=== mp64_dma_arb ===
mp64_dma_arb, congestion heat map:
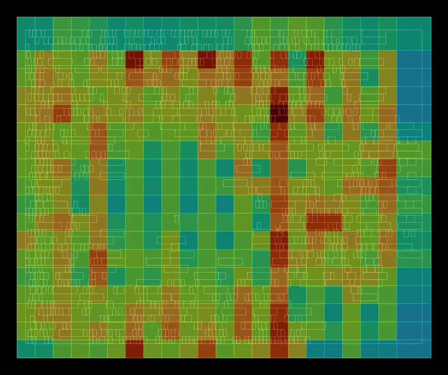

==> src/rtl/mp64_dma_arb.sv <==
// Byte-wide BRAM DMA port arbiter: round-robin over N masters, optional bounded
// priority for master 0, one outstanding transaction with a per-transaction timeout.
module mp64_dma_arb #(
  parameter int N_MST        = 3,
  parameter int PRIO0        = 1,
  parameter int STARVE_LIMIT = 4,
  parameter int TIMEOUT      = 255
) (
  input  logic                 clk,
  input  logic                 rst_n,
  input  logic [N_MST-1:0]     m_req,
  input  logic [64*N_MST-1:0]  m_addr,
  input  logic [8*N_MST-1:0]   m_wdata,
  input  logic [N_MST-1:0]     m_wen,
  output logic [N_MST-1:0]     m_ack,
  output logic                 m_err,
  output logic [7:0]           m_rdata,
  output logic                 mem_req,
  output logic [63:0]          mem_addr,
  output logic [7:0]           mem_wdata,
  output logic                 mem_wen,
  input  logic [7:0]           mem_rdata,
  input  logic                 mem_ack,
  output logic                 busy,
  output logic [2:0]           grant_id,
  output logic                 err_sticky,
  input  logic                 err_clr
);

  // state  | meaning
  // S_IDLE | no transaction; arbitrate among m_req each cycle
  // S_WAIT | mem_req held, timer running until mem_ack or expiry
  // S_RESP | one-cycle m_ack pulse to the granted master
  // S_GAP  | dead cycle so the served master can drop or re-raise m_req
  typedef enum logic [1:0] {S_IDLE, S_WAIT, S_RESP, S_GAP} state_t;

  localparam int             IW       = (N_MST > 1) ? $clog2(N_MST) : 1;
  localparam logic [15:0]    TMR_LOAD = 16'(TIMEOUT - 1);
  localparam logic [7:0]     SL       = 8'(STARVE_LIMIT);

  state_t           r_state;
  logic [IW-1:0]    r_rr;
  logic [7:0]       r_starve;
  logic [15:0]      r_tmr;
  logic [2:0]       r_gid;
  logic [N_MST-1:0] r_ack;
  logic             r_err;
  logic [7:0]       r_rdata;
  logic             r_mem_req;
  logic [63:0]      r_mem_addr;
  logic [7:0]       r_mem_wdata;
  logic             r_mem_wen;
  logic             r_err_sticky;

  logic             w_others;
  logic             w_found;
  logic [IW-1:0]    w_win;
  logic             w_expire;
  logic [N_MST-1:0] w_gid_oh;
  int               w_idx;

  assign w_others = |m_req[N_MST-1:1];
  assign w_expire = (r_state == S_WAIT) && !mem_ack && (r_tmr == 16'd0);
  assign w_gid_oh = N_MST'(1) << r_gid;

  always_comb begin
    w_found = 1'b0;
    w_win   = '0;
    w_idx   = 0;
    if ((PRIO0 != 0) && m_req[0] && (!w_others || (r_starve < SL))) begin
      w_found = 1'b1;
    end else begin
      // Master 0 only joins the rotation when it has no priority of its own.
      for (int k = 0; k < N_MST; k++) begin
        w_idx = int'(r_rr) + k;
        if (w_idx >= N_MST) w_idx = w_idx - N_MST;
        if (!w_found && m_req[w_idx] && !((PRIO0 != 0) && (w_idx == 0))) begin
          w_found = 1'b1;
          w_win   = IW'(w_idx);
        end
      end
    end
  end

  always_ff @(posedge clk or negedge rst_n) begin
    if (!rst_n) begin
      r_state     <= S_IDLE;
      r_rr        <= '0;
      r_starve    <= '0;
      r_tmr       <= '0;
      r_gid       <= '0;
      r_ack       <= '0;
      r_err       <= 1'b0;
      r_rdata     <= '0;
      r_mem_req   <= 1'b0;
      r_mem_addr  <= '0;
      r_mem_wdata <= '0;
      r_mem_wen   <= 1'b0;
    end else begin
      case (r_state)
        S_IDLE: begin
          if (w_found) begin
            r_mem_req   <= 1'b1;
            r_mem_addr  <= m_addr[64*int'(w_win) +: 64];
            r_mem_wdata <= m_wdata[8*int'(w_win) +: 8];
            r_mem_wen   <= m_wen[w_win];
            r_gid       <= 3'(w_win);
            r_tmr       <= TMR_LOAD;
            r_rr        <= (w_win == IW'(N_MST - 1)) ? '0 : w_win + 1'b1;
            if (w_win == '0 && w_others)
              r_starve <= (r_starve >= SL) ? SL : r_starve + 8'd1;
            else
              r_starve <= '0;
            r_state     <= S_WAIT;
          end
        end
        S_WAIT: begin
          if (mem_ack) begin
            r_mem_req <= 1'b0;
            r_rdata   <= mem_rdata;
            r_err     <= 1'b0;
            r_ack     <= w_gid_oh;
            r_state   <= S_RESP;
          end else if (r_tmr == 16'd0) begin
            r_mem_req <= 1'b0;
            r_rdata   <= 8'hFF;
            r_err     <= 1'b1;
            r_ack     <= w_gid_oh;
            r_state   <= S_RESP;
          end else begin
            r_tmr <= r_tmr - 16'd1;
          end
        end
        S_RESP: begin
          r_ack   <= '0;
          r_err   <= 1'b0;
          r_state <= S_GAP;
        end
        default: r_state <= S_IDLE;
      endcase
    end
  end

  always_ff @(posedge clk or negedge rst_n) begin
    if (!rst_n)        r_err_sticky <= 1'b0;
    else if (err_clr)  r_err_sticky <= 1'b0;
    else if (w_expire) r_err_sticky <= 1'b1;
  end

  assign m_ack      = r_ack;
  assign m_err      = r_err;
  assign m_rdata    = r_rdata;
  assign mem_req    = r_mem_req;
  assign mem_addr   = r_mem_addr;
  assign mem_wdata  = r_mem_wdata;
  assign mem_wen    = r_mem_wen;
  assign busy       = (r_state != S_IDLE);
  assign grant_id   = r_gid;
  assign err_sticky = r_err_sticky;

endmodule
==> config.mk <==
export PLATFORM = sky130hd
export DESIGN_NAME = mp64_dma_arb
export DESIGN_NICKNAME = d
export VERILOG_FILES = /design/src/rtl/mp64_dma_arb.sv
export SDC_FILE = /design/constraint.sdc
export NUM_CORES = 1
export LEC_CHECK = 0
export ABC_AREA = 1
export CAP_MARGIN = 20
export CORE_AREA = 3 3 155 127
export CTS_CLUSTER_DIAMETER = 40
export DETAILED_ROUTE_END_ITERATION = 6
export DIE_AREA = 0 0 158 130
export DONT_BUFFER_PORTS = 1
export REMOVE_ABC_BUFFERS = 1
export SYNTH_ARGS = -nofsm -noshare
export SYNTH_HDL_FRONTEND = slang
export SYNTH_SLANG_ARGS = --single-unit
==> constraint.sdc <==
create_clock -name clk -period 6.7 [get_ports clk]
set_clock_uncertainty 0.2 [all_clocks]
set_input_delay 1.675 -clock clk [delete_from_list [all_inputs] [get_ports clk]]
set_output_delay 1.675 -clock clk [all_outputs]
set_load 0.05 [all_outputs]
=== axis_output_pipe_flat ===
[src/rtl/axis_output_pipe_if.sv]
// AXI-Stream bundle used on both the wide input side and the narrow output side
// of axis_output_pipe.
interface axis_output_pipe_if #(
    parameter int DATA_WIDTH = 128
);
    logic                    tvalid;
    logic                    tready;
    logic                    tlast;
    logic                    tuser;
    logic [DATA_WIDTH-1:0]   tdata;
    logic [DATA_WIDTH/8-1:0] tkeep;

    modport master (output tvalid, tlast, tuser, tdata, tkeep, input tready);
    modport slave  (input tvalid, tlast, tuser, tdata, tkeep, output tready);
endinterface

[src/rtl/axis_output_pipe.sv]
// Conv-engine result serializer: drops partial-sum beats and splits each final
// wide beat into BEATS narrow AXI-Stream beats. OUTPUT_PIPE_SKID_EN adds a 2-entry output slice.
module axis_output_pipe #(
    parameter int WORD_WIDTH_ACC = 32,
    parameter int UNITS          = 8,
    parameter int CORES          = 4,
    parameter int COPIES         = 2,
    parameter int M_DATA_WORDS   = 4
) (
    input  logic               aclk,
    input  logic               areset,
    axis_output_pipe_if.slave  s_axis,
    axis_output_pipe_if.master m_axis
);
    localparam int N     = COPIES * CORES * UNITS;
    localparam int MW    = M_DATA_WORDS * WORD_WIDTH_ACC;
    localparam int BEATS = N / M_DATA_WORDS;
    localparam int KW    = (BEATS > 1) ? $clog2(BEATS) : 1;
    localparam logic [KW-1:0] K_LAST = KW'(BEATS - 1);
    localparam logic [KW-1:0] K_ONE  = KW'(1);
    localparam logic [KW-1:0] K_ZERO = KW'(0);

    typedef enum logic [0:0] {
        IDLE = 1'b0,
        SEND = 1'b1
    } state_t;

    generate
        if ((N % M_DATA_WORDS) != 0) begin : g_bad_split
            $error("axis_output_pipe: N must be a multiple of M_DATA_WORDS");
        end
    endgenerate

    state_t                     state_r;
    state_t                     state_nxt_s;
    logic [KW-1:0]              k_r;
    logic                       last_q_r;
    logic [BEATS-1:0][MW-1:0]   hold_r;

    logic                       s_ready_s;
    logic                       cap_s;
    logic                       final_s;
    logic                       core_valid_s;
    logic                       core_ready_s;
    logic                       core_fire_s;
    logic                       core_last_s;
    logic [MW-1:0]              core_data_s;
    logic                       unused_s;

    assign final_s     = (k_r == K_LAST);
    assign cap_s       = s_axis.tvalid && s_ready_s && s_axis.tuser;
    assign core_fire_s = core_valid_s && core_ready_s;
    assign unused_s    = ^s_axis.tkeep;

    // State register.
    always_ff @(posedge aclk) begin
        if (areset) begin
            state_r <= IDLE;
        end else begin
            state_r <= state_nxt_s;
        end
    end

    // Next-state logic; a final beat handshake may reload directly for a bubble-free stream.
    always_comb begin
        state_nxt_s = state_r;
        case (state_r)
            IDLE: begin
                if (cap_s) begin
                    state_nxt_s = SEND;
                end else begin
                    state_nxt_s = IDLE;
                end
            end
            SEND: begin
                if (core_fire_s && final_s && !cap_s) begin
                    state_nxt_s = IDLE;
                end else begin
                    state_nxt_s = SEND;
                end
            end
            default: state_nxt_s = IDLE;
        endcase
    end

    // FSM outputs; input side only opens in SEND while the last narrow beat is leaving.
    always_comb begin
        s_ready_s    = 1'b0;
        core_valid_s = 1'b0;
        case (state_r)
            IDLE: begin
                s_ready_s    = !areset;
                core_valid_s = 1'b0;
            end
            SEND: begin
                s_ready_s    = !areset && final_s && core_ready_s;
                core_valid_s = 1'b1;
            end
            default: begin
                s_ready_s    = 1'b0;
                core_valid_s = 1'b0;
            end
        endcase
    end

    // Beat counter and packet-last flag.
    always_ff @(posedge aclk) begin
        if (areset) begin
            k_r      <= K_ZERO;
            last_q_r <= 1'b0;
        end else if (cap_s) begin
            k_r      <= K_ZERO;
            last_q_r <= s_axis.tlast;
        end else if (core_fire_s) begin
            k_r      <= final_s ? K_ZERO : (k_r + K_ONE);
            last_q_r <= last_q_r;
        end else begin
            k_r      <= k_r;
            last_q_r <= last_q_r;
        end
    end

    // Holding register, written only on a captured final beat.
    always_ff @(posedge aclk) begin
        if (cap_s) begin
            hold_r <= s_axis.tdata;
        end else begin
            hold_r <= hold_r;
        end
    end

    // Narrow beat select; forced to zero outside SEND so idle outputs read as zero.
    always_comb begin
        core_data_s = {MW{1'b0}};
        core_last_s = 1'b0;
        if (core_valid_s) begin
            core_data_s = hold_r[k_r];
            core_last_s = last_q_r && final_s;
        end else begin
            core_data_s = {MW{1'b0}};
            core_last_s = 1'b0;
        end
    end

`ifdef OUTPUT_PIPE_SKID_EN
    logic          out_valid_r;
    logic          out_last_r;
    logic [MW-1:0] out_data_r;
    logic          sk_valid_r;
    logic          sk_last_r;
    logic [MW-1:0] sk_data_r;

    assign core_ready_s = !sk_valid_r;

    // Output stage plus one skid entry that catches the beat accepted while the output stalls.
    always_ff @(posedge aclk) begin
        if (areset) begin
            out_valid_r <= 1'b0;
            out_last_r  <= 1'b0;
            out_data_r  <= {MW{1'b0}};
            sk_valid_r  <= 1'b0;
            sk_last_r   <= 1'b0;
            sk_data_r   <= {MW{1'b0}};
        end else if (!out_valid_r || m_axis.tready) begin
            if (sk_valid_r) begin
                out_valid_r <= 1'b1;
                out_last_r  <= sk_last_r;
                out_data_r  <= sk_data_r;
                sk_valid_r  <= 1'b0;
            end else begin
                out_valid_r <= core_valid_s;
                out_last_r  <= core_last_s;
                out_data_r  <= core_data_s;
            end
        end else if (core_fire_s) begin
            sk_valid_r <= 1'b1;
            sk_last_r  <= core_last_s;
            sk_data_r  <= core_data_s;
        end else begin
            sk_valid_r <= sk_valid_r;
        end
    end

    assign m_axis.tvalid = out_valid_r;
    assign m_axis.tlast  = out_last_r;
    assign m_axis.tdata  = out_data_r;
`else
    assign core_ready_s  = m_axis.tready;
    assign m_axis.tvalid = core_valid_s;
    assign m_axis.tlast  = core_last_s;
    assign m_axis.tdata  = core_data_s;
`endif

    assign m_axis.tkeep  = {(MW/8){1'b1}};
    assign m_axis.tuser  = 1'b1;
    assign s_axis.tready = s_ready_s;

endmodule
[src/flat_wrapper.sv]
// flat-port wrapper written by rule: the top's interface ports become plain ports
module axis_output_pipe_flat 
#(
    parameter int WORD_WIDTH_ACC = 32,
    parameter int UNITS          = 8,
    parameter int CORES          = 4,
    parameter int COPIES         = 2,
    parameter int M_DATA_WORDS   = 4
)
  (aclk, areset, s_axis_tvalid, s_axis_tlast, s_axis_tuser, s_axis_tdata, s_axis_tkeep, s_axis_tready, m_axis_tvalid, m_axis_tlast, m_axis_tuser, m_axis_tdata, m_axis_tkeep, m_axis_tready);
  axis_output_pipe_if s_axis_i ();
  axis_output_pipe_if m_axis_i ();
  input  logic aclk;
  input  logic areset;
  input wire logic [$bits(s_axis_i.tvalid)-1:0] s_axis_tvalid;
  input wire logic [$bits(s_axis_i.tlast)-1:0] s_axis_tlast;
  input wire logic [$bits(s_axis_i.tuser)-1:0] s_axis_tuser;
  input wire logic [$bits(s_axis_i.tdata)-1:0] s_axis_tdata;
  input wire logic [$bits(s_axis_i.tkeep)-1:0] s_axis_tkeep;
  output wire logic [$bits(s_axis_i.tready)-1:0] s_axis_tready;
  output wire logic [$bits(m_axis_i.tvalid)-1:0] m_axis_tvalid;
  output wire logic [$bits(m_axis_i.tlast)-1:0] m_axis_tlast;
  output wire logic [$bits(m_axis_i.tuser)-1:0] m_axis_tuser;
  output wire logic [$bits(m_axis_i.tdata)-1:0] m_axis_tdata;
  output wire logic [$bits(m_axis_i.tkeep)-1:0] m_axis_tkeep;
  input wire logic [$bits(m_axis_i.tready)-1:0] m_axis_tready;
  assign s_axis_i.tvalid = s_axis_tvalid;
  assign s_axis_i.tlast = s_axis_tlast;
  assign s_axis_i.tuser = s_axis_tuser;
  assign s_axis_i.tdata = s_axis_tdata;
  assign s_axis_i.tkeep = s_axis_tkeep;
  assign s_axis_tready = s_axis_i.tready;
  assign m_axis_tvalid = m_axis_i.tvalid;
  assign m_axis_tlast = m_axis_i.tlast;
  assign m_axis_tuser = m_axis_i.tuser;
  assign m_axis_tdata = m_axis_i.tdata;
  assign m_axis_tkeep = m_axis_i.tkeep;
  assign m_axis_i.tready = m_axis_tready;
  axis_output_pipe #(.WORD_WIDTH_ACC(WORD_WIDTH_ACC), .UNITS(UNITS), .CORES(CORES), .COPIES(COPIES), .M_DATA_WORDS(M_DATA_WORDS)) u_core (.aclk(aclk), .areset(areset), .s_axis(s_axis_i), .m_axis(m_axis_i));
endmodule
[config.mk]
export PLATFORM = sky130hd
export DESIGN_NAME = axis_output_pipe_flat
export DESIGN_NICKNAME = d
export VERILOG_FILES = /design/src/rtl/axis_output_pipe_if.sv /design/src/rtl/axis_output_pipe.sv /design/src/flat_wrapper.sv
export SDC_FILE = /design/constraint.sdc
export NUM_CORES = 1
export LEC_CHECK = 0
export ABC_AREA = 1
export CORE_MARGIN = 2
export CORE_UTILIZATION = 37
export DETAILED_ROUTE_END_ITERATION = 8
export PLACE_DENSITY = 0.77
export REMOVE_ABC_BUFFERS = 1
export SLEW_MARGIN = 20
export SYNTH_ARGS = -nofsm -noshare
export SYNTH_HDL_FRONTEND = slang
export SYNTH_SLANG_ARGS = --single-unit
[constraint.sdc]
create_clock -name aclk -period 3.95 [get_ports aclk]
set_clock_uncertainty 0.05 [all_clocks]
set_input_delay 0.395 -clock aclk [delete_from_list [all_inputs] [get_ports aclk]]
set_output_delay 0.395 -clock aclk [all_outputs]
set_load 0.01 [all_outputs]
=== wash_run_flat ===
$ cat src/rtl/wash_run_if.sv
// ---------------------------------------------------------------------------
// wash_run_if
// Bundle between the balance/mode/weight entry stage (master) and the
// wash_run run-stage controller (slave).
//   master drives : start, mode, weight, bal_in, pause, abort
//   slave drives  : busy, phase, remain_s, bal_out, err, done
// ---------------------------------------------------------------------------
interface wash_run_if;
   logic               start;     // 1-cycle request pulse
   logic        [1:0]  mode;      // 00 spin-only, 01 small, 10 medium, 11 large
   logic        [4:0]  weight;    // load in kg
   logic signed [11:0] bal_in;    // balance entered upstream
   logic               pause;     // level, lid open
   logic               abort;     // 1-cycle cancel pulse
   logic               busy;      // CHECK through SPIN
   logic        [2:0]  phase;     // one-hot [0] wash [1] rinse [2] spin
   logic        [9:0]  remain_s;  // seconds left over all remaining phases
   logic signed [11:0] bal_out;   // balance after charge
   logic               err;       // request rejected
   logic               done;      // 1-cycle pulse at end of SPIN

   modport master (
      output start, mode, weight, bal_in, pause, abort,
      input  busy, phase, remain_s, bal_out, err, done
   );

   modport slave (
      input  start, mode, weight, bal_in, pause, abort,
      output busy, phase, remain_s, bal_out, err, done
   );
endinterface

$ cat src/rtl/wash_run.sv
// ---------------------------------------------------------------------------
// wash_run
// Run-stage controller of the washing machine. Takes a start request with
// mode, load weight and balance, charges the wash cost, then sequences
// WASH -> RINSE -> SPIN on 1 s ticks derived from the system clock.
//
// Ports
//   clk   in  system clock
//   rst   in  asynchronous reset, active-high
//   bus   wash_run_if.slave
//         in : start, mode, weight, bal_in, pause, abort
//         out: busy, phase, remain_s, bal_out, err, done
// ---------------------------------------------------------------------------
module wash_run #(
   parameter int TICK_DIV = 100_000_000,  // clk cycles per 1 s tick
   parameter int PRICE_KG = 2,            // cost per kg
   parameter int BASE     = 5,            // cost per mode step
   parameter int WASH_S   = 10,           // wash seconds per mode step
   parameter int RINSE_S  = 8,            // rinse seconds (modes 01..11)
   parameter int SPIN_S   = 6,            // spin seconds (all modes)
   parameter int ERR_S    = 3             // seconds err is held
) (
   input logic       clk,
   input logic       rst,
   wash_run_if.slave bus
);

   localparam int TW = (TICK_DIV > 1) ? $clog2(TICK_DIV) : 1;

   typedef enum logic [2:0] {
      S_IDLE,
      S_CHECK,
      S_WASH,
      S_RINSE,
      S_SPIN,
      S_ERR
   } state_t;

   // ------------------------------------------------------------------
   // Helper functions
   // ------------------------------------------------------------------
   function automatic logic [4:0] limit_f(input logic [1:0] m);
      case (m)
         2'b01:   return 5'd9;
         2'b10:   return 5'd19;
         default: return 5'd29;   // 00 and 11 share the large-drum limit
      endcase
   endfunction

   function automatic logic [11:0] cost_f(input logic [1:0] m, input logic [4:0] w);
      return 12'(PRICE_KG * int'(w) + BASE * int'(m));
   endfunction

   function automatic logic [9:0] wash_s_f(input logic [1:0] m);
      return 10'(WASH_S * int'(m));
   endfunction

   // ------------------------------------------------------------------
   // State and registered outputs
   // ------------------------------------------------------------------
   state_t             state_q;
   logic [TW-1:0]      tick_q;
   logic [9:0]         sec_q;      // seconds left in the current phase / ERR hold
   logic [9:0]         remain_q;
   logic [2:0]         phase_q;
   logic               busy_q;
   logic signed [11:0] bal_out_q;
   logic               err_q;
   logic               done_q;

   // Request latched in IDLE, evaluated in CHECK
   logic        [1:0]  mode_q;
   logic        [4:0]  wt_q;
   logic signed [11:0] bal_q;

   // ------------------------------------------------------------------
   // CHECK evaluation (combinational on latched request)
   // ------------------------------------------------------------------
   logic [11:0] cost_d;
   logic [4:0]  lim_d;
   logic        reject_d;
   logic [9:0]  wash_d;
   logic [9:0]  run_rem_d;

   always_comb begin
      cost_d    = cost_f(mode_q, wt_q);
      lim_d     = limit_f(mode_q);
      wash_d    = wash_s_f(mode_q);
      // Negative balance is rejected first, so the cost compare can be unsigned.
      reject_d  = (wt_q > lim_d) || bal_q[11] || ($unsigned(bal_q) < cost_d);
      run_rem_d = (mode_q == 2'b00) ? 10'(SPIN_S)
                                    : wash_d + 10'(RINSE_S) + 10'(SPIN_S);
   end

   // ------------------------------------------------------------------
   // Phase advance targets (what the next phase looks like on exit)
   // ------------------------------------------------------------------
   state_t     adv_state_d;
   logic [2:0] adv_phase_d;
   logic [9:0] adv_sec_d;
   logic       adv_busy_d;
   logic       adv_done_d;

   always_comb begin
      adv_state_d = S_IDLE;
      adv_phase_d = 3'b000;
      adv_sec_d   = '0;
      adv_busy_d  = 1'b0;
      adv_done_d  = 1'b0;
      case (state_q)
         S_WASH: begin
            adv_state_d = S_RINSE;
            adv_phase_d = 3'b010;
            adv_sec_d   = 10'(RINSE_S);
            adv_busy_d  = 1'b1;
         end
         S_RINSE: begin
            adv_state_d = S_SPIN;
            adv_phase_d = 3'b100;
            adv_sec_d   = 10'(SPIN_S);
            adv_busy_d  = 1'b1;
         end
         S_SPIN: begin
            adv_done_d  = 1'b1;
         end
         default: ;
      endcase
   end

   logic tick_wrap_d;
   assign tick_wrap_d = (tick_q == TW'(TICK_DIV - 1));

   // ------------------------------------------------------------------
   // Request capture (data only, no reset needed)
   // ------------------------------------------------------------------
   always_ff @(posedge clk) begin
      if (state_q == S_IDLE && bus.start) begin
         mode_q <= bus.mode;
         wt_q   <= bus.weight;
         bal_q  <= bus.bal_in;
      end
   end

   // ------------------------------------------------------------------
   // Main FSM
   // ------------------------------------------------------------------
   always_ff @(posedge clk or posedge rst) begin
      if (rst) begin
         state_q   <= S_IDLE;
         tick_q    <= '0;
         sec_q     <= '0;
         remain_q  <= '0;
         phase_q   <= 3'b000;
         busy_q    <= 1'b0;
         bal_out_q <= '0;
         err_q     <= 1'b0;
         done_q    <= 1'b0;
      end else begin
         done_q <= 1'b0;
         case (state_q)
            S_IDLE: begin
               // abort is meaningless here, so start always wins
               if (bus.start) begin
                  state_q <= S_CHECK;
                  busy_q  <= 1'b1;
               end
            end

            S_CHECK: begin
               tick_q <= '0;
               if (reject_d) begin
                  state_q <= S_ERR;
                  busy_q  <= 1'b0;
                  err_q   <= 1'b1;
                  sec_q   <= 10'(ERR_S);
               end else begin
                  bal_out_q <= bal_q - $signed(cost_d);
                  remain_q  <= run_rem_d;
                  if (mode_q == 2'b00) begin
                     state_q <= S_SPIN;
                     phase_q <= 3'b100;
                     sec_q   <= 10'(SPIN_S);
                  end else begin
                     state_q <= S_WASH;
                     phase_q <= 3'b001;
                     sec_q   <= wash_d;
                  end
               end
            end

            S_WASH, S_RINSE, S_SPIN: begin
               if (bus.abort) begin
                  // Cancel without refund: bal_out keeps its charged value.
                  state_q  <= S_IDLE;
                  busy_q   <= 1'b0;
                  phase_q  <= 3'b000;
                  remain_q <= '0;
                  sec_q    <= '0;
                  tick_q   <= '0;
               end else if (sec_q == '0) begin
                  // Zero-length phase: pass through in a single cycle.
                  state_q <= adv_state_d;
                  phase_q <= adv_phase_d;
                  sec_q   <= adv_sec_d;
                  busy_q  <= adv_busy_d;
                  done_q  <= adv_done_d;
                  tick_q  <= '0;
               end else if (!bus.pause) begin
                  if (tick_wrap_d) begin
                     tick_q   <= '0;
                     remain_q <= remain_q - 10'd1;
                     sec_q    <= sec_q - 10'd1;
                     if (sec_q == 10'd1) begin
                        state_q <= adv_state_d;
                        phase_q <= adv_phase_d;
                        sec_q   <= adv_sec_d;
                        busy_q  <= adv_busy_d;
                        done_q  <= adv_done_d;
                     end
                  end else begin
                     tick_q <= tick_q + TW'(1);
                  end
               end
            end

            S_ERR: begin
               if (tick_wrap_d) begin
                  tick_q <= '0;
                  if (sec_q <= 10'd1) begin
                     state_q <= S_IDLE;
                     err_q   <= 1'b0;
                     sec_q   <= '0;
                  end else begin
                     sec_q <= sec_q - 10'd1;
                  end
               end else begin
                  tick_q <= tick_q + TW'(1);
               end
            end

            default: begin
               state_q <= S_IDLE;
               busy_q  <= 1'b0;
               phase_q <= 3'b000;
               err_q   <= 1'b0;
            end
         endcase
      end
   end

   // ------------------------------------------------------------------
   // Outputs
   // ------------------------------------------------------------------
   assign bus.busy     = busy_q;
   assign bus.phase    = phase_q;
   assign bus.remain_s = remain_q;
   assign bus.bal_out  = bal_out_q;
   assign bus.err      = err_q;
   assign bus.done     = done_q;

endmodule

$ cat src/flat_wrapper.sv
// flat-port wrapper written by rule: the top's interface ports become plain ports
module wash_run_flat 
#(
   parameter int TICK_DIV = 100_000_000,                            
   parameter int PRICE_KG = 2,                          
   parameter int BASE     = 5,                                 
   parameter int WASH_S   = 10,                                        
   parameter int RINSE_S  = 8,                                           
   parameter int SPIN_S   = 6,                                       
   parameter int ERR_S    = 3                                   
)
  (clk, rst, bus_start, bus_mode, bus_weight, bus_bal_in, bus_pause, bus_abort, bus_busy, bus_phase, bus_remain_s, bus_bal_out, bus_err, bus_done);
  wash_run_if bus_i ();
  input logic clk;
  input logic rst;
  input wire logic [$bits(bus_i.start)-1:0] bus_start;
  input wire logic [$bits(bus_i.mode)-1:0] bus_mode;
  input wire logic [$bits(bus_i.weight)-1:0] bus_weight;
  input wire logic [$bits(bus_i.bal_in)-1:0] bus_bal_in;
  input wire logic [$bits(bus_i.pause)-1:0] bus_pause;
  input wire logic [$bits(bus_i.abort)-1:0] bus_abort;
  output wire logic [$bits(bus_i.busy)-1:0] bus_busy;
  output wire logic [$bits(bus_i.phase)-1:0] bus_phase;
  output wire logic [$bits(bus_i.remain_s)-1:0] bus_remain_s;
  output wire logic [$bits(bus_i.bal_out)-1:0] bus_bal_out;
  output wire logic [$bits(bus_i.err)-1:0] bus_err;
  output wire logic [$bits(bus_i.done)-1:0] bus_done;
  assign bus_i.start = bus_start;
  assign bus_i.mode = bus_mode;
  assign bus_i.weight = bus_weight;
  assign bus_i.bal_in = bus_bal_in;
  assign bus_i.pause = bus_pause;
  assign bus_i.abort = bus_abort;
  assign bus_busy = bus_i.busy;
  assign bus_phase = bus_i.phase;
  assign bus_remain_s = bus_i.remain_s;
  assign bus_bal_out = bus_i.bal_out;
  assign bus_err = bus_i.err;
  assign bus_done = bus_i.done;
  wash_run #(.TICK_DIV(TICK_DIV), .PRICE_KG(PRICE_KG), .BASE(BASE), .WASH_S(WASH_S), .RINSE_S(RINSE_S), .SPIN_S(SPIN_S), .ERR_S(ERR_S)) u_core (.clk(clk), .rst(rst), .bus(bus_i));
endmodule
$ cat config.mk
export PLATFORM = sky130hd
export DESIGN_NAME = wash_run_flat
export DESIGN_NICKNAME = d
export VERILOG_FILES = /design/src/rtl/wash_run_if.sv /design/src/rtl/wash_run.sv /design/src/flat_wrapper.sv
export SDC_FILE = /design/constraint.sdc
export NUM_CORES = 1
export LEC_CHECK = 0
export CAP_MARGIN = 10
export CORE_MARGIN = 2
export CORE_UTILIZATION = 55
export CTS_BUF_LIST = sky130_fd_sc_hd__clkbuf_8
export DETAILED_ROUTE_END_ITERATION = 16
export PLACE_DENSITY = 0.78
export SLEW_MARGIN = 40
export SYNTH_ARGS = -nofsm -noshare
export SYNTH_HDL_FRONTEND = slang
export SYNTH_SLANG_ARGS = --single-unit
$ cat constraint.sdc
create_clock -name clk -period 4.9 [get_ports clk]
set_clock_uncertainty 0.1 [all_clocks]
set_input_delay 0.98 -clock clk [delete_from_list [all_inputs] [get_ports clk]]
set_output_delay 0.98 -clock clk [all_outputs]
set_load 0.05 [all_outputs]
=== instr_fetch_unit ===
File: src/rtl/instr_fetch_unit_pkg.sv
// Shared constants and types for the instruction fetch stage.
// Holds the bubble word, fetch state encodings and default address map.
package instr_fetch_unit_pkg;

    localparam logic [31:0] NOP_INSTR_DEF      = 32'h0000_0013;
    localparam logic [31:0] RESET_PC_DEF       = 32'd0;
    localparam logic [31:0] IMEM_LAST_ADDR_DEF = 32'd84;

    typedef enum logic [1:0] {
        ST_RUN   = 2'd0,
        ST_HALT  = 2'd1,
        ST_FAULT = 2'd2
    } fetch_state_e;

    typedef enum logic [1:0] {
        IFID_HOLD   = 2'd0,
        IFID_BUBBLE = 2'd1,
        IFID_LOAD   = 2'd2
    } ifid_op_e;

    function automatic logic is_word_aligned(input logic [31:0] addr);
        return (addr[1:0] == 2'b00);
    endfunction

endpackage

File: src/rtl/instr_fetch_unit_fetch_next_pc.sv
// Combinational next-pc / next-state selector for the fetch stage.
// state    | meaning
// ST_RUN   | fetching sequentially, honours branch/stall/flush
// ST_HALT  | pc ran past the last instruction, waits for a redirect
// ST_FAULT | misaligned redirect seen, frozen until reset
module fetch_next_pc
    import instr_fetch_unit_pkg::*;
#(
    parameter logic [31:0] IMEM_LAST_ADDR = IMEM_LAST_ADDR_DEF
) (
    input  fetch_state_e state_q,
    input  logic [31:0]  pc_q,
    input  logic         stall,
    input  logic         flush,
    input  logic         branch_taken,
    input  logic [31:0]  branch_target,
    output fetch_state_e state_d,
    output logic [31:0]  pc_d,
    output ifid_op_e     ifid_op
);

    logic [31:0] pc_plus4;
    logic        target_ok;

    assign pc_plus4  = pc_q + 32'd4;
    assign target_ok = is_word_aligned(branch_target);

    always_comb begin
        state_d = state_q;
        pc_d    = pc_q;
        ifid_op = IFID_BUBBLE;

        unique case (state_q)
            ST_RUN: begin
                if (branch_taken) begin
                    if (!target_ok) begin
                        state_d = ST_FAULT;
                    end else begin
                        pc_d = branch_target;
                    end
                end else if (stall) begin
                    ifid_op = flush ? IFID_BUBBLE : IFID_HOLD;
                end else begin
                    pc_d    = pc_plus4;
                    ifid_op = flush ? IFID_BUBBLE : IFID_LOAD;
                end
                // Halt decision uses the updated pc, so the last word is still captured.
                if (state_d == ST_RUN && pc_d > IMEM_LAST_ADDR) begin
                    state_d = ST_HALT;
                end
            end
            ST_HALT: begin
                if (branch_taken && target_ok && branch_target <= IMEM_LAST_ADDR) begin
                    pc_d    = branch_target;
                    state_d = ST_RUN;
                end
            end
            ST_FAULT: begin
                state_d = ST_FAULT;
            end
            default: begin
                state_d = ST_FAULT;
            end
        endcase
    end

endmodule

File: src/rtl/instr_fetch_unit.sv
// IF stage: owns the PC, drives the instruction memory address and
// captures the returned word into the IF/ID register.
module instr_fetch_unit
    import instr_fetch_unit_pkg::*;
#(
    parameter logic [31:0] RESET_PC       = RESET_PC_DEF,
    parameter logic [31:0] IMEM_LAST_ADDR = IMEM_LAST_ADDR_DEF,
    parameter logic [31:0] NOP_INSTR      = NOP_INSTR_DEF
) (
    input  logic        clk,
    input  logic        reset,
    input  logic        stall,
    input  logic        flush,
    input  logic        branch_taken,
    input  logic [31:0] branch_target,
    output logic [31:0] imem_addr,
    input  logic [31:0] imem_instr,
    output logic [31:0] ifid_pc,
    output logic [31:0] ifid_instr,
    output logic        ifid_valid,
    output logic        halted,
    output logic        fault
);

    fetch_state_e state_q, state_d;
    logic [31:0]  pc_q, pc_d;
    ifid_op_e     ifid_op;
    logic [31:0]  ifid_pc_q, ifid_instr_q;
    logic         ifid_valid_q;

    fetch_next_pc #(
        .IMEM_LAST_ADDR (IMEM_LAST_ADDR)
    ) u_next_pc (
        .state_q       (state_q),
        .pc_q          (pc_q),
        .stall         (stall),
        .flush         (flush),
        .branch_taken  (branch_taken),
        .branch_target (branch_target),
        .state_d       (state_d),
        .pc_d          (pc_d),
        .ifid_op       (ifid_op)
    );

    always_ff @(posedge clk) begin
        if (reset) begin
            state_q      <= ST_RUN;
            pc_q         <= RESET_PC;
            ifid_pc_q    <= 32'd0;
            ifid_instr_q <= NOP_INSTR;
            ifid_valid_q <= 1'b0;
        end else begin
            state_q <= state_d;
            pc_q    <= pc_d;
            unique case (ifid_op)
                IFID_LOAD: begin
                    ifid_pc_q    <= pc_q;
                    ifid_instr_q <= imem_instr;
                    ifid_valid_q <= 1'b1;
                end
                IFID_BUBBLE: begin
                    ifid_pc_q    <= pc_q;
                    ifid_instr_q <= NOP_INSTR;
                    ifid_valid_q <= 1'b0;
                end
                default: begin
                    ifid_pc_q    <= ifid_pc_q;
                    ifid_instr_q <= ifid_instr_q;
                    ifid_valid_q <= ifid_valid_q;
                end
            endcase
        end
    end

    assign imem_addr  = pc_q;
    assign ifid_pc    = ifid_pc_q;
    assign ifid_instr = ifid_instr_q;
    assign ifid_valid = ifid_valid_q;
    assign halted     = (state_q == ST_HALT);
    assign fault      = (state_q == ST_FAULT);

endmodule
File: config.mk
export PLATFORM = sky130hd
export DESIGN_NAME = instr_fetch_unit
export DESIGN_NICKNAME = d
export VERILOG_FILES = /design/src/rtl/instr_fetch_unit_pkg.sv /design/src/rtl/instr_fetch_unit_fetch_next_pc.sv /design/src/rtl/instr_fetch_unit.sv
export SDC_FILE = /design/constraint.sdc
export NUM_CORES = 1
export LEC_CHECK = 0
export CAP_MARGIN = 5
export CORE_MARGIN = 1
export CORE_UTILIZATION = 42
export CTS_CLUSTER_SIZE = 25
export DETAILED_ROUTE_END_ITERATION = 10
export PLACE_DENSITY = 0.8
export SYNTH_ARGS = -nofsm -noshare
export SYNTH_HDL_FRONTEND = slang
export SYNTH_SLANG_ARGS = --single-unit
File: constraint.sdc
create_clock -name clk -period 3 [get_ports clk]
set_clock_uncertainty 0.1 [all_clocks]
set_input_delay 0.3 -clock clk [delete_from_list [all_inputs] [get_ports clk]]
set_output_delay 0.3 -clock clk [all_outputs]
set_load 0.01 [all_outputs]
mp64_dma_arb, wires at chosen ports, followed through buffers:
Drawn at 2 px/um.
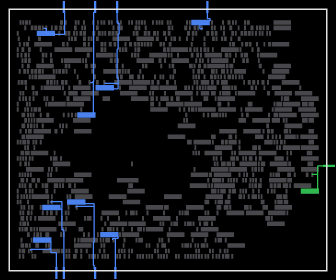
- blue: `mem_wdata` (direction output; edge 4 top, 4 bottom; end cells 8; buffers 0; wire 283 um)
- green: `err_sticky` (direction output; edge right; end cells 1; buffers 0; wire 19.1 um)

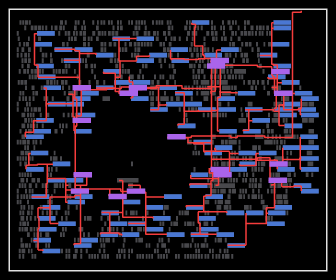
mp64_dma_arb: clock network drawn from the DEF
Drawn at 2 px/um.
- red: clock wires (length 1740 um)
- purple: clock-net drivers (count 17)
- blue: flip-flops (count 117)
- flops lie: spread over the die

## Picture notes: 'congestion heat map' of mp64_dma_arb
Overall Global Routing Usage: 0.192
layer with the highest usage after global routing: met2

==> run_summary.xml, mp64_dma_arb <==
<?xml version="1.0" encoding="UTF-8"?>
<metrics>
  <group name="pwr">
    <metric name="dominant_power_group" unit="">combinational cells</metric>
    <metric name="seq_power_share" unit="">0.406</metric>
    <metric name="switching_share" unit="">0.570</metric>
  </group>
  <group name="critical_path">
    <metric name="worst_path_most_repeated_cell" unit="">sky130_fd_sc_hd__nand3_1</metric>
    <metric name="timing.critical_path.from" unit="">m_req[1]</metric>
    <metric name="critical_setup_path_kind" unit="">input pin to flop</metric>
    <metric name="timing.reg2reg.worst_path_depth" unit="">13</metric>
  </group>
  <group name="logic_synthesis">
    <metric name="distinct_cells_synth" unit="">38</metric>
    <metric name="synth.top_cells.by_count" unit="">sky130_fd_sc_hd__nand2_1 (360), sky130_fd_sc_hd__inv_1 (159), sky130_fd_sc_hd__nand3_1 (129)</metric>
    <metric name="synth.most_common_cell" unit="">sky130_fd_sc_hd__nand2_1</metric>
    <metric name="synth_warnings" unit="">0</metric>
    <metric name="yosys.area.top_type_share" unit="">0.403</metric>
    <metric name="synthTopCellsByArea" unit="">sky130_fd_sc_hd__dfrtp_1 (40%), sky130_fd_sc_hd__nand2_1 (19%), sky130_fd_sc_hd__nand3_1 (8.9%), sky130_fd_sc_hd__inv_1 (8.2%), sky130_fd_sc_hd__nor2_1 (3.6%)</metric>
  </group>
  <group name="drt">
    <metric name="detailroute.via_count" unit="">6417</metric>
    <metric name="drc_violations_left" unit="">1</metric>
    <metric name="detailroute.wirelength.met2" unit="mm">9.83</metric>
  </group>
  <group name="final_layout">
    <metric name="clockBufferCount" unit="">23</metric>
    <metric name="antenna_cells_inserted" unit="">0</metric>
  </group>
  <group name="cts">
    <metric name="cts_tree" unit="">built</metric>
    <metric name="post_cts.repair.setup_buffers" unit="">0</metric>
  </group>
  <group name="status">
    <metric name="violated_checks" unit="">DRC</metric>
    <metric name="run_status" unit="">finished with violations</metric>
  </group>
  <group name="floorplan">
    <metric name="io_pins" unit="">325</metric>
  </group>
  <group name="global_routing">
    <metric name="grt_use_met3" unit="">0.0686</metric>
  </group>
</metrics>
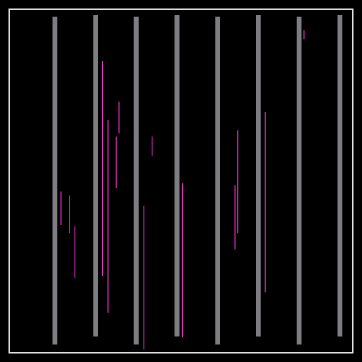
instr_fetch_unit: the metal 4 layer
Drawn at 3 px/um. Supply wires on this layer in grey.
- nets with wire on the layer: 13
- share of all routed wire: 2.2%

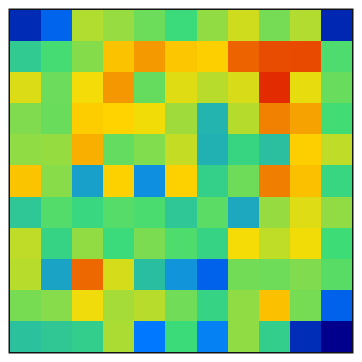
instr_fetch_unit: local utilization
Drawn at 3 px/um. The die is cut into 11 by 11 equal tiles; dark blue is low, red is high, 0 to 100% covered.
- fullest tile: 95%
- mean over tiles: 58%
- nearly empty tiles: 0.80%
- tiles over 75% full: 18%

==> run_summary.xml, instr_fetch_unit <==
<?xml version="1.0" encoding="UTF-8"?>
<metrics>
  <group name="final_layout">
    <metric name="bufAreaShareNonClock" unit="">0.282</metric>
    <metric name="clockBufferCount" unit="">10</metric>
    <metric name="final_util" unit="">0.639</metric>
    <metric name="mostFrequentLayoutCell" unit="">sky130_fd_sc_hd__clkdlybuf4s50_1</metric>
  </group>
  <group name="pwr">
    <metric name="dominant_power_group" unit="">sequential cells</metric>
  </group>
  <group name="cts">
    <metric name="clk_pin_slew" unit="ns">0.08</metric>
  </group>
  <group name="logic_synthesis">
    <metric name="postSynth.asyncResetShare" unit="">0</metric>
    <metric name="synthMuxAreaShare" unit="">0.0667</metric>
    <metric name="yosysChipArea" unit="um^2">5270</metric>
    <metric name="number_of_nets_at_floorplan" unit="">726</metric>
    <metric name="yosys.area.top_type" unit="">sky130_fd_sc_hd__dfxtp_1</metric>
  </group>
  <group name="critical_path">
    <metric name="critPathRequiredTime" unit="ns">3.15</metric>
    <metric name="timing.reg2reg.worst_path_depth" unit="">8</metric>
    <metric name="worst-r2r-setup-slack" unit="ns">0.15</metric>
    <metric name="critical_path.cell_chain" unit="">nand3_1 -&gt; or4_4 -&gt; o22ai_2 -&gt; nor2_1 -&gt; nor4_2 -&gt; buf_4 -&gt; nand4_1 -&gt; o31a_1</metric>
  </group>
  <group name="global_routing">
    <metric name="grt_remaining_overflow" unit="">0</metric>
  </group>
  <group name="floorplan">
    <metric name="num_tap_cells" unit="">168</metric>
    <metric name="io_pins" unit="">168</metric>
    <metric name="design.core.area" unit="um^2">12100</metric>
  </group>
  <group name="drt">
    <metric name="drt-met1-wl" unit="mm">8.77</metric>
    <metric name="detailroute.wirelength.met2" unit="mm">8.99</metric>
  </group>
  <group name="placed_design">
    <metric name="dpl_worst_slack" unit="ns">-0.0903</metric>
    <metric name="placedInstanceArea" unit="um^2">7400</metric>
  </group>
  <group name="status">
    <metric name="run_status" unit="">completed</metric>
  </group>
  <group name="final_timing">
    <metric name="fin_worst_hold_slack" unit="ns">0.379</metric>
  </group>
</metrics>
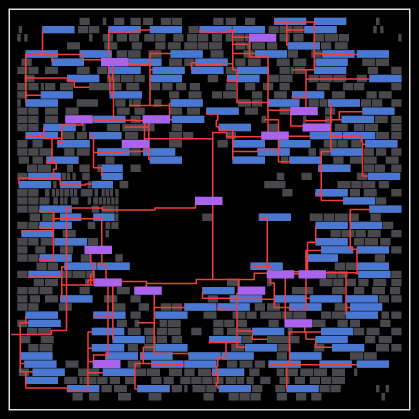
axis_output_pipe_flat: clock network drawn from the DEF
Drawn at 3 px/um.
- red: clock wires (length 1850 um)
- purple: clock-net drivers (count 17)
- blue: flip-flops (count 134)
- routed clock nets: 18
- flops lie: spread over the die

==> run_summary.xml, axis_output_pipe_flat <==
<?xml version="1.0" encoding="UTF-8"?>
<metrics>
  <group name="floorplan">
    <metric name="die.size.x" unit="um">133</metric>
    <metric name="io_pins" unit="">298</metric>
    <metric name="design.core.area" unit="um^2">16400</metric>
  </group>
  <group name="placed_design">
    <metric name="placedInstanceArea" unit="um^2">8850</metric>
  </group>
  <group name="final_layout">
    <metric name="final_util" unit="">0.574</metric>
    <metric name="n_fill_cell" unit="">1291</metric>
    <metric name="antenna_cells_inserted" unit="">0</metric>
    <metric name="post_route_cells_drive_above_1_share" unit="">0.257</metric>
    <metric name="signal_buffers" unit="">275</metric>
    <metric name="clockBufferCount" unit="">19</metric>
    <metric name="bufAreaShareNonClock" unit="">0.295</metric>
  </group>
  <group name="drt">
    <metric name="drt_wl_total" unit="mm">14.4</metric>
    <metric name="detailroute.wirelength.met2" unit="mm">7.26</metric>
  </group>
  <group name="pwr">
    <metric name="power.density_cell_area" unit="nW/um^2">381</metric>
    <metric name="p_sw" unit="uW">754</metric>
    <metric name="fin_total_pwr" unit="uW">3590</metric>
  </group>
  <group name="cts">
    <metric name="post_cts.repair.setup_buffers" unit="">0</metric>
    <metric name="tritoncts.num_buffers" unit="">17</metric>
    <metric name="max-clock-path-buffers" unit="">2</metric>
  </group>
  <group name="critical_path">
    <metric name="critical_path.max_stage_delay" unit="ns">0.75</metric>
    <metric name="critical_path.cell_chain" unit="">or2_4 -&gt; buf_4 -&gt; nor3b_2 -&gt; clkdlybuf4s50_1</metric>
    <metric name="timing.critical_path.from" unit="">u_core.k_r[2]</metric>
  </group>
  <group name="flow_run">
    <metric name="maxCapViolCount" unit="">0</metric>
  </group>
  <group name="status">
    <metric name="run_status" unit="">completed</metric>
  </group>
  <group name="final_timing">
    <metric name="timing.final.crit_share" unit="">0.779</metric>
  </group>
  <group name="global_routing">
    <metric name="grt_util_met1" unit="">0.197</metric>
  </group>
  <group name="logic_synthesis">
    <metric name="yosys.area.top_type" unit="">sky130_fd_sc_hd__edfxtp_1</metric>
    <metric name="post_synth_ao_oa_area_fraction" unit="">0.00406</metric>
    <metric name="logic_family" unit="">simple AND/OR/NAND/NOR gates</metric>
  </group>
</metrics>
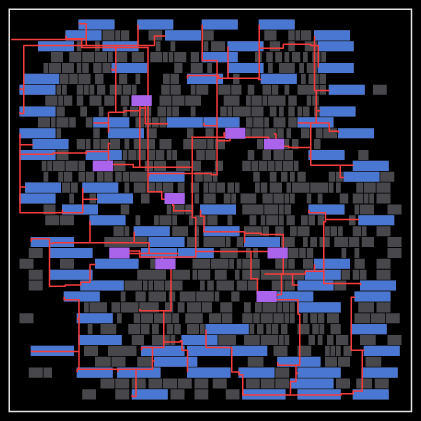
wash_run_flat: clock network drawn from the DEF
Drawn at 4 px/um.
- purple: clock-net drivers (count 9)
- red: clock wires (length 1090 um)
- blue: flip-flops (count 87)
- routed clock nets: 10

==> run_summary.xml, wash_run_flat <==
<?xml version="1.0" encoding="UTF-8"?>
<metrics>
  <group name="status">
    <metric name="run_status" unit="">completed</metric>
  </group>
  <group name="critical_path">
    <metric name="timing.reg2reg.worst_path_depth" unit="">14</metric>
    <metric name="combined_buffer_and_inverter_count_along_the_critical_path" unit="">2</metric>
    <metric name="critical_path.max_stage_delay" unit="ns">0.50</metric>
    <metric name="type_of_destination_of_the_critical_path" unit="">flop</metric>
    <metric name="cp_num_cells" unit="">14</metric>
    <metric name="critical_path.cell_chain" unit="">ha_1 -&gt; inv_1 -&gt; fa_1 -&gt; nor2b_1 -&gt; o21ai_0 -&gt; xor2_1 -&gt; ha_1 -&gt; a21o_1 -&gt; a21oi_1 -&gt; nand3_1 -&gt; a21oi_1 -&gt; buf_4 -&gt; a211o_1 -&gt; mux2_4</metric>
    <metric name="worstPathArrival" unit="ns">3.74</metric>
  </group>
  <group name="final_timing">
    <metric name="worst_max_slew_margin_expressed_relative_to_the_limit" unit="">0.460</metric>
    <metric name="timing.setup.tns" unit="ns">0</metric>
    <metric name="final_max_slew_viol_count" unit="">0</metric>
    <metric name="finalCriticalPeriod" unit="ns">3.60</metric>
    <metric name="finalSetupViolCount" unit="">0</metric>
  </group>
  <group name="logic_synthesis">
    <metric name="synth_area_per_cell" unit="um^2">9.53</metric>
    <metric name="synth.cellmix.simpleShare" unit="">0.199</metric>
    <metric name="yosysChipArea" unit="um^2">5090</metric>
    <metric name="post_synth_ao_oa_area_fraction" unit="">0.160</metric>
  </group>
  <group name="hold_path">
    <metric name="hold_path_end" unit="">u_core.bus.remain_s[9]</metric>
    <metric name="timing.hold.worst.class" unit="">flop to flop</metric>
  </group>
  <group name="final_layout">
    <metric name="comb_area_share" unit="">0.446</metric>
    <metric name="layout_top_cells_excl_fill_tap" unit="">sky130_fd_sc_hd__dfrtp_1 (68), sky130_fd_sc_hd__nor2_1 (64), sky130_fd_sc_hd__clkdlybuf4s50_1 (51)</metric>
  </group>
  <group name="pwr">
    <metric name="power_attributed_to_sequential_cells" unit="uW">1080</metric>
  </group>
  <group name="cts">
    <metric name="htree_num_levels" unit="">3</metric>
    <metric name="max-clock-path-buffers" unit="">2</metric>
  </group>
  <group name="global_routing">
    <metric name="grt_remaining_overflow" unit="">0</metric>
  </group>
  <group name="floorplan">
    <metric name="initCoreUtil" unit="">0.559</metric>
  </group>
  <group name="drt">
    <metric name="routed_via_density" unit="">6.12</metric>
  </group>
</metrics>


## Gallery

Congestion heat map.
panel A
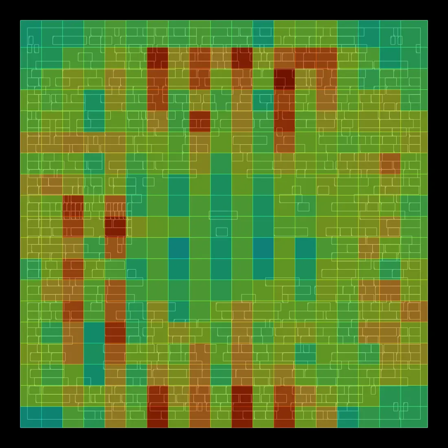
panel B
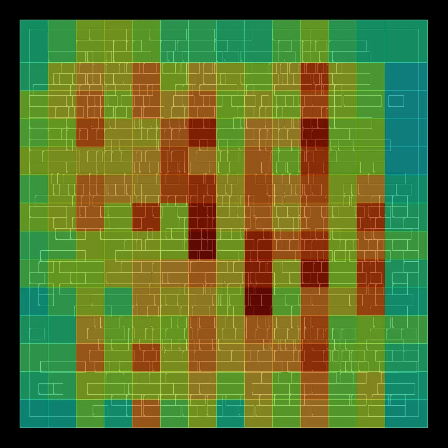
panel C
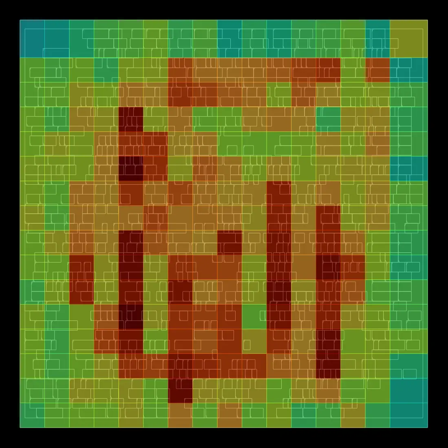
- lowest track usage: panel A
For instr_fetch_unit, see panel C.
For wash_run_flat, see panel B.
For axis_output_pipe_flat, see panel A.


==> layout pictures side by side <==
The metal 4 layer.
Plate I
Drawn at 3 px/um. Supply wires on this layer in grey.
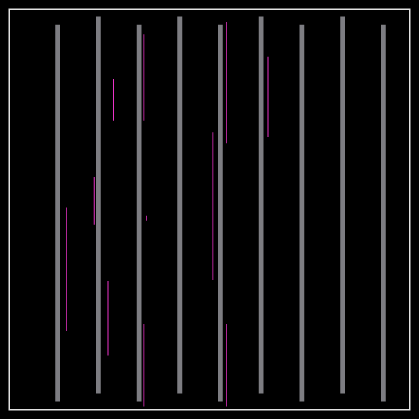
Plate II
Drawn at 4 px/um. Supply wires on this layer in grey.
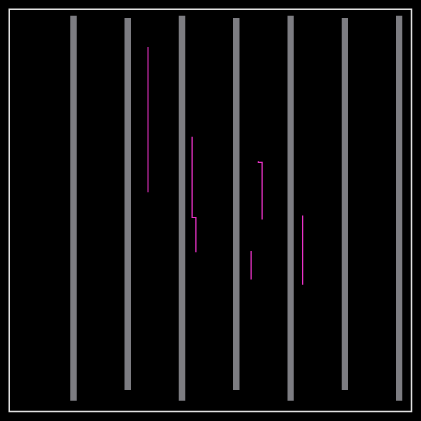
Plate III
Drawn at 2 px/um. Supply wires on this layer in grey.
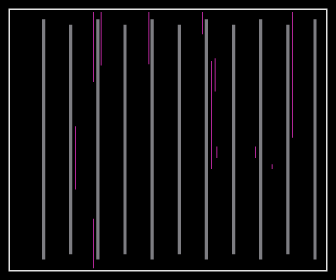
| from | picture |
|---|---|
| wash_run_flat | Plate II |
| axis_output_pipe_flat | Plate I |
| mp64_dma_arb | Plate III |

No activity file was given, so power comes from the tool's default toggle rates.
